# block 1

block_1/m3.png
Bar = 50 um. Cells faint in the background.
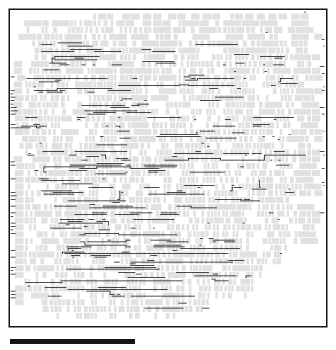

File: src/rtl/fp_pkg.sv
// Shared FPU definitions: rounding-mode and converter state encodings,
// binary32/integer constants and the common rounding-increment decision.
package fp_pkg;

    typedef enum logic [2:0] {
        RM_RNE = 3'b000,
        RM_RTZ = 3'b001,
        RM_RDN = 3'b010,
        RM_RUP = 3'b011,
        RM_RMM = 3'b100
    } r_mode_e;

    typedef enum logic [3:0] {
        ST_IDLE  = 4'b0001,
        ST_ALIGN = 4'b0010,
        ST_ROUND = 4'b0100,
        ST_DONE  = 4'b1000
    } state_e;

    localparam int unsigned EXP_BIAS   = 127;
    localparam logic [7:0]  EXP_MAX    = 8'hFF;
    localparam logic [31:0] INT32_MAX  = 32'h7FFF_FFFF;
    localparam logic [31:0] INT32_MIN  = 32'h8000_0000;
    localparam logic [31:0] UINT32_MAX = 32'hFFFF_FFFF;

    // Reserved mode codes fall back to round-to-nearest-even.
    function automatic logic round_inc(input logic [2:0] mode, input logic sign,
                                       input logic lsb, input logic g, input logic s);
        case (mode)
            RM_RTZ:  return 1'b0;
            RM_RDN:  return sign & (g | s);
            RM_RUP:  return ~sign & (g | s);
            RM_RMM:  return g;
            default: return g & (s | lsb);
        endcase
    endfunction

endpackage

File: src/rtl/fp32_unpack.sv
// Combinational binary32 field extraction and operand classification.
module fp32_unpack
    import fp_pkg::*;
(
    input  logic [31:0] fp_i,
    output logic        sign_o,
    output logic [7:0]  exp_o,
    output logic [23:0] mant_o,
    output logic        is_nan_o,
    output logic        is_inf_o,
    output logic        is_zero_o,
    output logic        is_subnormal_o
);

    logic frac_nz;

    always_comb begin
        sign_o         = fp_i[31];
        exp_o          = fp_i[30:23];
        frac_nz        = |fp_i[22:0];
        mant_o         = {|fp_i[30:23], fp_i[22:0]};
        is_nan_o       = (exp_o == EXP_MAX) && frac_nz;
        is_inf_o       = (exp_o == EXP_MAX) && !frac_nz;
        is_zero_o      = (exp_o == 8'h00) && !frac_nz;
        is_subnormal_o = (exp_o == 8'h00) && frac_nz;
    end

endmodule

File: src/rtl/fp_to_int_converter.sv
// Iterative binary32 -> int32/uint32 converter with valid/ready on both sides.
// Define FP2INT_SVA_EN to compile in the embedded protocol/FSM assertions.
module fp_to_int_converter
    import fp_pkg::*;
#(
    parameter int unsigned SHIFT_PER_CYCLE = 4
) (
    input  logic        clk,
    input  logic        rst,
    input  logic        in_valid,
    output logic        in_ready,
    input  logic [31:0] fp_in,
    input  logic [2:0]  r_mode,
    input  logic        is_signed,
    output logic        out_valid,
    input  logic        out_ready,
    output logic [31:0] int_out,
    output logic        invalid,
    output logic        inexact
);

    localparam logic [7:0] EXP_INT0   = 8'(EXP_BIAS + 23);
    localparam logic [4:0] SPC        = 5'(SHIFT_PER_CYCLE);
    localparam logic [4:0] MAX_RSHIFT = 5'd26;

    state_e      state_q;
    logic        out_valid_q, inv_q, inx_q;
    logic [31:0] int_q;
    logic        sign_q, signed_q, left_q, byp_q, g_q, s_q;
    logic [2:0]  mode_q;
    logic [31:0] mag_q;
    logic [4:0]  rem_q;

    logic        u_sign, u_nan, u_inf, u_zero, u_sub;
    logic [7:0]  u_exp;
    logic [23:0] u_mant;

    fp32_unpack u_unpack (
        .fp_i           (fp_in),
        .sign_o         (u_sign),
        .exp_o          (u_exp),
        .mant_o         (u_mant),
        .is_nan_o       (u_nan),
        .is_inf_o       (u_inf),
        .is_zero_o      (u_zero),
        .is_subnormal_o (u_sub)
    );

    logic [7:0]  e_eff;
    logic        left_d, oor, bypass, byp_inv;
    logic [4:0]  amt_d;
    logic [31:0] sat_pos, sat_neg, byp_int;

    always_comb begin
        e_eff   = u_sub ? 8'd1 : u_exp;
        left_d  = (u_exp >= EXP_INT0);
        if (left_d)
            amt_d = 5'(u_exp - EXP_INT0);
        else if ((EXP_INT0 - e_eff) > 8'(MAX_RSHIFT))
            amt_d = MAX_RSHIFT;
        else
            amt_d = 5'(EXP_INT0 - e_eff);
        oor     = is_signed ? ((u_exp >= 8'd158) && (fp_in != 32'hCF00_0000))
                            : (u_exp >= 8'd159);
        sat_pos = is_signed ? INT32_MAX : UINT32_MAX;
        sat_neg = is_signed ? INT32_MIN : 32'h0000_0000;
        bypass  = u_nan | u_inf | u_zero | oor;
        if (u_zero) begin
            byp_int = '0;
            byp_inv = 1'b0;
        end else if (u_nan) begin
            byp_int = sat_pos;
            byp_inv = 1'b1;
        end else begin
            byp_int = u_sign ? sat_neg : sat_pos;
            byp_inv = 1'b1;
        end
    end

    // One alignment step: up to SHIFT_PER_CYCLE single-bit shifts, guard/sticky trailing.
    logic [4:0]  step, rem_d;
    logic [31:0] mag_d;
    logic        g_d, s_d;

    always_comb begin
        step  = (rem_q < SPC) ? rem_q : SPC;
        rem_d = rem_q - step;
        mag_d = mag_q;
        g_d   = g_q;
        s_d   = s_q;
        for (int unsigned i = 0; i < SHIFT_PER_CYCLE; i++) begin
            if (5'(i) < step) begin
                if (left_q) begin
                    mag_d = {mag_d[30:0], 1'b0};
                end else begin
                    s_d   = s_d | g_d;
                    g_d   = mag_d[0];
                    mag_d = {1'b0, mag_d[31:1]};
                end
            end
        end
    end

    logic        inc;
    logic [32:0] sum;
    logic [31:0] res_int;
    logic        res_inv, res_inx;

    always_comb begin
        inc     = round_inc(mode_q, sign_q, mag_q[0], g_q, s_q);
        sum     = {1'b0, mag_q} + {32'h0, inc};
        res_int = sign_q ? (~sum[31:0] + 32'd1) : sum[31:0];
        res_inv = 1'b0;
        res_inx = g_q | s_q;
        if (signed_q) begin
            if (!sign_q && (sum > {1'b0, INT32_MAX})) begin
                res_int = INT32_MAX;
                res_inv = 1'b1;
            end else if (sign_q && (sum > {1'b0, INT32_MIN})) begin
                res_int = INT32_MIN;
                res_inv = 1'b1;
            end
        end else begin
            if (sum[32]) begin
                res_int = UINT32_MAX;
                res_inv = 1'b1;
            end else if (sign_q && (sum != '0)) begin
                res_int = '0;
                res_inv = 1'b1;
            end
        end
        if (res_inv)
            res_inx = 1'b0;
    end

    // Bypass results are written at accept; ROUND then only raises out_valid,
    // which keeps bypass latency at one cycle like an N=0 conversion.
    always_ff @(posedge clk) begin
        if (rst) begin
            state_q     <= ST_IDLE;
            out_valid_q <= 1'b0;
            int_q       <= '0;
            inv_q       <= 1'b0;
            inx_q       <= 1'b0;
            sign_q      <= 1'b0;
            signed_q    <= 1'b0;
            left_q      <= 1'b0;
            byp_q       <= 1'b0;
            g_q         <= 1'b0;
            s_q         <= 1'b0;
            mode_q      <= '0;
            mag_q       <= '0;
            rem_q       <= '0;
        end else begin
            case (state_q)
                ST_IDLE: begin
                    if (in_valid) begin
                        sign_q   <= u_sign;
                        signed_q <= is_signed;
                        mode_q   <= r_mode;
                        mag_q    <= {8'h00, u_mant};
                        g_q      <= 1'b0;
                        s_q      <= 1'b0;
                        left_q   <= left_d;
                        rem_q    <= amt_d;
                        byp_q    <= bypass;
                        int_q    <= byp_int;
                        inv_q    <= byp_inv;
                        inx_q    <= 1'b0;
                        state_q  <= (!bypass && (amt_d != '0)) ? ST_ALIGN : ST_ROUND;
                    end
                end
                ST_ALIGN: begin
                    mag_q <= mag_d;
                    g_q   <= g_d;
                    s_q   <= s_d;
                    rem_q <= rem_d;
                    if (rem_q <= SPC)
                        state_q <= ST_ROUND;
                end
                ST_ROUND: begin
                    if (!byp_q) begin
                        int_q <= res_int;
                        inv_q <= res_inv;
                        inx_q <= res_inx;
                    end
                    out_valid_q <= 1'b1;
                    state_q     <= ST_DONE;
                end
                ST_DONE: begin
                    if (out_ready) begin
                        out_valid_q <= 1'b0;
                        state_q     <= ST_IDLE;
                    end
                end
                default: state_q <= ST_IDLE;
            endcase
        end
    end

    assign in_ready  = (state_q == ST_IDLE);
    assign out_valid = out_valid_q;
    assign int_out   = int_q;
    assign invalid   = inv_q;
    assign inexact   = inx_q;

`ifdef FP2INT_SVA_EN
    localparam logic [4:0] MAX_ALIGN = 5'((26 + SHIFT_PER_CYCLE - 1) / SHIFT_PER_CYCLE);

    logic [4:0] align_cnt_q;

    always_ff @(posedge clk) begin
        if (rst || (state_q != ST_ALIGN))
            align_cnt_q <= '0;
        else
            align_cnt_q <= align_cnt_q + 5'd1;
    end

    a_hold: assert property (@(posedge clk) disable iff (rst)
        out_valid && !out_ready |=> out_valid && $stable(int_out) && $stable(invalid) && $stable(inexact));
    a_ready_excl: assert property (@(posedge clk) disable iff (rst) in_ready |-> !out_valid);
    a_flag_excl: assert property (@(posedge clk) disable iff (rst) invalid |-> !inexact);
    a_align_bound: assert property (@(posedge clk) disable iff (rst)
        (state_q == ST_ALIGN) |-> (align_cnt_q < MAX_ALIGN));
    a_onehot: assert property (@(posedge clk) disable iff (rst) $onehot(state_q));
`endif

endmodule

File: config.mk
export PLATFORM = sky130hd
export DESIGN_NAME = fp_to_int_converter
export DESIGN_NICKNAME = d
export VERILOG_FILES = /design/src/rtl/fp_pkg.sv /design/src/rtl/fp32_unpack.sv /design/src/rtl/fp_to_int_converter.sv
export SDC_FILE = /design/constraint.sdc
export NUM_CORES = 1
export LEC_CHECK = 0
export ABC_AREA = 1
export ABC_CLOCK_PERIOD_IN_PS = 4250
export CORE_UTILIZATION = 61
export DETAILED_ROUTE_END_ITERATION = 12
export GPL_ROUTABILITY_DRIVEN = 0
export MAX_ROUTING_LAYER = met4
export PLACE_DENSITY = 0.83
export SYNTH_ARGS = -nofsm -noshare
export SYNTH_HDL_FRONTEND = slang
export SYNTH_HIERARCHICAL = 1
export SYNTH_SLANG_ARGS = --single-unit
File: constraint.sdc
create_clock -name clk -period 4.25 [get_ports clk]
set_input_delay 1.0625 -clock clk [delete_from_list [all_inputs] [get_ports clk]]
set_output_delay 1.0625 -clock clk [all_outputs]
set_load 0.02 [all_outputs]
# block 2

<file path="src/rtl/multicycle_datapath.sv">
// Multicycle datapath: an IDLE/DECODE/EXECUTE/MEM/WRITEBACK FSM driving an 8-entry
// register file, a word-addressed data memory and BEQ branching on a PC_W-bit pc.
module multicycle_datapath #(
  parameter int DATA_W     = 16,
  parameter int DMEM_DEPTH = 64,
  parameter int PC_W       = 8
) (
  input  logic              clk,
  input  logic              reset,
  input  logic              instr_valid,
  input  logic [15:0]       instr,
  output logic              instr_ready,
  output logic [PC_W-1:0]   pc,
  output logic              wb_valid,
  output logic [2:0]        wb_addr,
  output logic [DATA_W-1:0] wb_data,
  output logic              ovf,
  output logic              take_branch,
  output logic              illegal
);

  localparam int AW  = (DMEM_DEPTH > 1) ? $clog2(DMEM_DEPTH) : 1;
  localparam int MSB = DATA_W - 1;

  localparam logic [3:0] OP_ADD  = 4'd0;
  localparam logic [3:0] OP_SUB  = 4'd1;
  localparam logic [3:0] OP_AND  = 4'd2;
  localparam logic [3:0] OP_OR   = 4'd3;
  localparam logic [3:0] OP_XOR  = 4'd4;
  localparam logic [3:0] OP_ADDI = 4'd5;
  localparam logic [3:0] OP_LW   = 4'd6;
  localparam logic [3:0] OP_SW   = 4'd7;
  localparam logic [3:0] OP_BEQ  = 4'd8;

  typedef enum logic [2:0] {
    S_IDLE,
    S_DECODE,
    S_EXECUTE,
    S_MEM,
    S_WRITEBACK
  } state_e;

  state_e              state_q;
  logic [15:0]         instr_q;
  logic [PC_W-1:0]     pc_q;
  logic [DATA_W-1:0]   rf_q [8];
  logic [DATA_W-1:0]   op_a_q;
  logic [DATA_W-1:0]   op_b_q;
  logic [DATA_W-1:0]   op_d_q;
  logic [DATA_W-1:0]   simm_q;
  logic [AW-1:0]       addr_q;
  logic                wb_valid_q;
  logic [2:0]          wb_addr_q;
  logic [DATA_W-1:0]   wb_data_q;
  logic                ovf_q;
  logic                take_branch_q;
  logic                illegal_q;
  logic [DATA_W-1:0]   dmem_q [DMEM_DEPTH];

  logic [3:0]          opcode;
  logic [2:0]          rd;
  logic [2:0]          rs1;
  logic [2:0]          rs2;
  logic [5:0]          imm6;
  logic [DATA_W-1:0]   simm;
  logic [PC_W-1:0]     simm_pc;
  logic [PC_W-1:0]     pc_inc;
  logic [PC_W-1:0]     pc_branch;
  logic [DATA_W-1:0]   sum_ab;
  logic [DATA_W-1:0]   diff_ab;
  logic [DATA_W-1:0]   sum_ai;
  logic [DATA_W-1:0]   alu_res;
  logic                alu_ovf;
  logic                dmem_we;

  assign opcode = instr_q[15:12];
  assign rd     = instr_q[11:9];
  assign rs1    = instr_q[8:6];
  assign rs2    = instr_q[5:3];
  assign imm6   = instr_q[5:0];

  assign simm      = DATA_W'($signed(imm6));
  assign simm_pc   = PC_W'($signed(imm6));
  assign pc_inc    = pc_q + PC_W'(1);
  assign pc_branch = pc_q + PC_W'(1) + simm_pc;

  assign sum_ab  = op_a_q + op_b_q;
  assign diff_ab = op_a_q - op_b_q;
  assign sum_ai  = op_a_q + simm_q;

  // Overflow: operands agree in sign (after negating b for SUB) but the result does not.
  always_comb begin
    alu_res = '0;
    alu_ovf = 1'b0;
    case (opcode)
      OP_ADD: begin
        alu_res = sum_ab;
        alu_ovf = (op_a_q[MSB] == op_b_q[MSB]) && (sum_ab[MSB] != op_a_q[MSB]);
      end
      OP_SUB: begin
        alu_res = diff_ab;
        alu_ovf = (op_a_q[MSB] != op_b_q[MSB]) && (diff_ab[MSB] != op_a_q[MSB]);
      end
      OP_AND:  alu_res = op_a_q & op_b_q;
      OP_OR:   alu_res = op_a_q | op_b_q;
      OP_XOR:  alu_res = op_a_q ^ op_b_q;
      OP_ADDI: begin
        alu_res = sum_ai;
        alu_ovf = (op_a_q[MSB] == simm_q[MSB]) && (sum_ai[MSB] != op_a_q[MSB]);
      end
      default: alu_res = '0;
    endcase
  end

  always_ff @(posedge clk or negedge reset) begin
    if (!reset) begin
      state_q       <= S_IDLE;
      instr_q       <= '0;
      pc_q          <= '0;
      op_a_q        <= '0;
      op_b_q        <= '0;
      op_d_q        <= '0;
      simm_q        <= '0;
      addr_q        <= '0;
      wb_valid_q    <= 1'b0;
      wb_addr_q     <= '0;
      wb_data_q     <= '0;
      ovf_q         <= 1'b0;
      take_branch_q <= 1'b0;
      illegal_q     <= 1'b0;
      for (int i = 0; i < 8; i++) rf_q[i] <= '0;
    end else begin
      // NOTE: pulse outputs default low here so each one lasts exactly one cycle.
      wb_valid_q    <= 1'b0;
      ovf_q         <= 1'b0;
      take_branch_q <= 1'b0;
      illegal_q     <= 1'b0;
      case (state_q)
        S_IDLE: begin
          if (instr_valid) begin
            instr_q <= instr;
            state_q <= S_DECODE;
          end
        end
        S_DECODE: begin
          op_a_q        <= rf_q[rs1];
          op_b_q        <= rf_q[rs2];
          op_d_q        <= rf_q[rd];
          simm_q        <= simm;
          take_branch_q <= (opcode == OP_BEQ) && (rf_q[rd] == rf_q[rs1]);
          illegal_q     <= (opcode > OP_BEQ);
          state_q       <= S_EXECUTE;
        end
        S_EXECUTE: begin
          wb_addr_q <= rd;
          if (opcode == OP_LW || opcode == OP_SW) begin
            addr_q  <= sum_ai[AW-1:0];
            state_q <= S_MEM;
          end else if (opcode >= OP_BEQ) begin
            pc_q    <= take_branch_q ? pc_branch : pc_inc;
            state_q <= S_IDLE;
          end else begin
            wb_valid_q <= 1'b1;
            wb_data_q  <= alu_res;
            ovf_q      <= alu_ovf;
            state_q    <= S_WRITEBACK;
          end
        end
        S_MEM: begin
          if (opcode == OP_SW) begin
            pc_q    <= pc_inc;
            state_q <= S_IDLE;
          end else begin
            wb_valid_q <= 1'b1;
            wb_data_q  <= dmem_q[addr_q];
            state_q    <= S_WRITEBACK;
          end
        end
        S_WRITEBACK: begin
          if (wb_addr_q != 3'd0) rf_q[wb_addr_q] <= wb_data_q;
          pc_q    <= pc_inc;
          state_q <= S_IDLE;
        end
        default: state_q <= S_IDLE;
      endcase
    end
  end

  assign dmem_we = (state_q == S_MEM) && (opcode == OP_SW);

  // NOTE: data memory has no reset so it maps onto plain RAM; contents survive reset.
  always_ff @(posedge clk) begin
    if (dmem_we) dmem_q[addr_q] <= op_d_q;
  end

  assign instr_ready = (state_q == S_IDLE);
  assign pc          = pc_q;
  assign wb_valid    = wb_valid_q;
  assign wb_addr     = wb_addr_q;
  assign wb_data     = wb_data_q;
  assign ovf         = ovf_q;
  assign take_branch = take_branch_q;
  assign illegal     = illegal_q;

endmodule

</file>
<file path="config.mk">
export PLATFORM = sky130hd
export DESIGN_NAME = multicycle_datapath
export DESIGN_NICKNAME = d
export VERILOG_FILES = /design/src/rtl/multicycle_datapath.sv
export SDC_FILE = /design/constraint.sdc
export NUM_CORES = 1
export LEC_CHECK = 0
export CELL_PAD_IN_SITES_DETAIL_PLACEMENT = 0
export CELL_PAD_IN_SITES_GLOBAL_PLACEMENT = 2
export CORE_MARGIN = 8
export CORE_UTILIZATION = 25
export CTS_BUF_LIST = sky130_fd_sc_hd__clkbuf_4
export CTS_CLUSTER_SIZE = 14
export DETAILED_ROUTE_END_ITERATION = 12
export PLACE_DENSITY = 0.56
export REMOVE_ABC_BUFFERS = 1
export SLEW_MARGIN = 10
export SYNTH_ARGS = -nofsm -noshare
export SYNTH_HDL_FRONTEND = slang
export SYNTH_SLANG_ARGS = --single-unit
</file>
<file path="constraint.sdc">
create_clock -name clk -period 3.78 [get_ports clk]
set_input_delay 1.134 -clock clk [delete_from_list [all_inputs] [get_ports clk]]
set_output_delay 1.134 -clock clk [all_outputs]
set_load 0.02 [all_outputs]
</file>
block_1/m4.png
Supply wires on this layer in grey. Cells faint in the background.
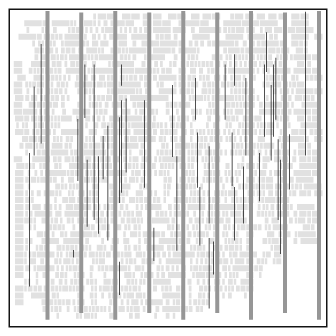
main direction: vertical
share of all routed wire: 4.1%
longest straight run: 61.9 um
nets with wire on the layer: 37
Vias: 11,300
WL final: 28,000 um

Notes on block_1/m3.png above:
longest straight run: 65.3 um
share of all routed wire: 7.4%
nets with wire on the layer: 208
main direction: horizontal
met3 Use GR: 4.98%

==> summary.txt, block 1 <==
DR iter-0 viols: 1,175
Synth cell count leaders: nand2_1 (601), o21ai_0 (157), nor2_1 (150), inv_1 (129), nand3_1 (115)
Fraction of layout cells with a size suffix above 1: 7.01%
Post-synth EDFFs: 0
Yosys chip area: 9430 sq um
GRT met2 Usage: 61.1%
Tool warnings: 28
Yosys cell types: 50
Synth async-reset ratio: 0%
# port buffers: 75
Worst path most repeated cell: nand2_1
I/O pin count: 76
Outcome: complete, no violations
Rows: 45
Yosys Warn Count: 6
Max cap viols: 0
Reg-to-reg endpoint: int_out[0]$_SDFFE_PP0P_
Yosys simple share: 43.1%
# resized after CTS: 0
Nonclk buf count: 99
CP max-delay cell: dfxtp_1
P&R area growth vs syn: 9.33%
block_2/m3.png
Bar = 100 um. Cells faint in the background.
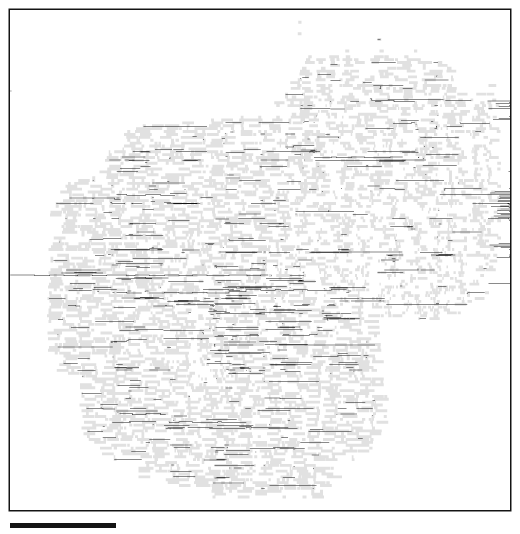
nets with wire on the layer: 295
main direction: horizontal
share of all routed wire: 4.9%
longest straight run: 90.4 um
wire length on this layer: 8,860 um
Vias: 33,300
met3 Use GR: 2.75%
WL final: 182,000 um

==> summary.txt, block 2 <==
Top non-seq family: AND-OR/OR-AND gates
Sequential power share: 39.5%
Worst IR Drop VDD: 0.472 mV
Residual DRC: 0
Power Total: 51,100 uW
Outcome: complete, no violations
Buf+Inv Stages, Crit Path: 1
Die W: 473 um
Initial antenna violation count: 5
Synth async-reset ratio: 18.9%
Fp util: 25.2%
CTS Sinks: 1,262
Max reg flops: 1,024
Metal1 wirelength: 82,300 um
Critical Path Sink Type: flip-flop
Cell area leaders: edfxtp_1 (59%), dfrtp_1 (11%), a22oi_1 (4.3%)
Yosys cell types: 76
Largest class: registers
Min-Delay Path Class: input pin to asynchronous set/reset pin
CP startpoint kind: flip-flop
Tapcells: 2,788
Registers with the most flip-flops: dmem_q x1024, rf_q x128
Flops: 1,262
Max-slew headroom: 14.6%
CP top delay family: AND-OR/OR-AND gates
Worst-path clk slew: 70 ps
Synth cell count leaders: edfxtp_1 (1,024), a22oi_1 (298), dfrtp_1 (238), nor2_1 (178), mux2_2 (138)
Nets: 3,859
Logic share of the area: 23.2%
Final worst-path cycle share: 97.5%


==> notes/layouts.md <==
Pictures saved along the way, in no particular order.

Clock nets.
(a)
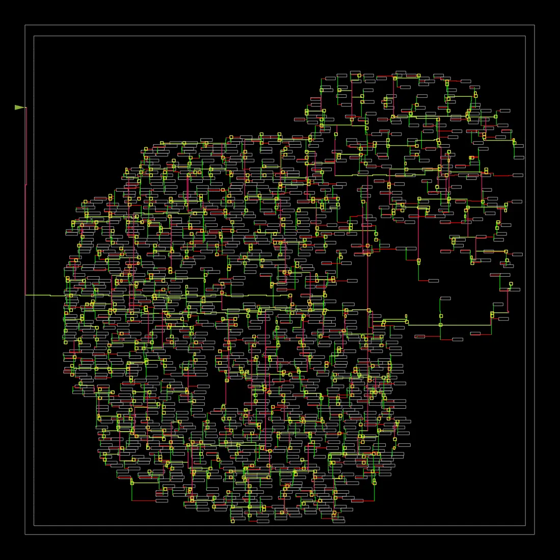
(b)
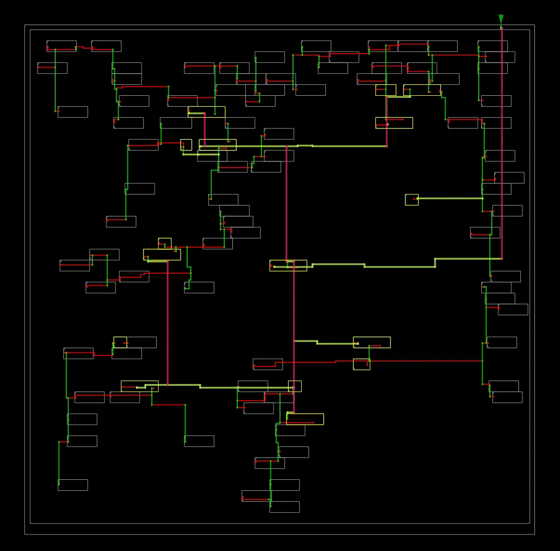
(a) comes from block 2.
(b) comes from block 1.
Of these, most sequential cells: (a)
Of these, most clock buffers: (a)

Power and IR drop assume default switching activity.
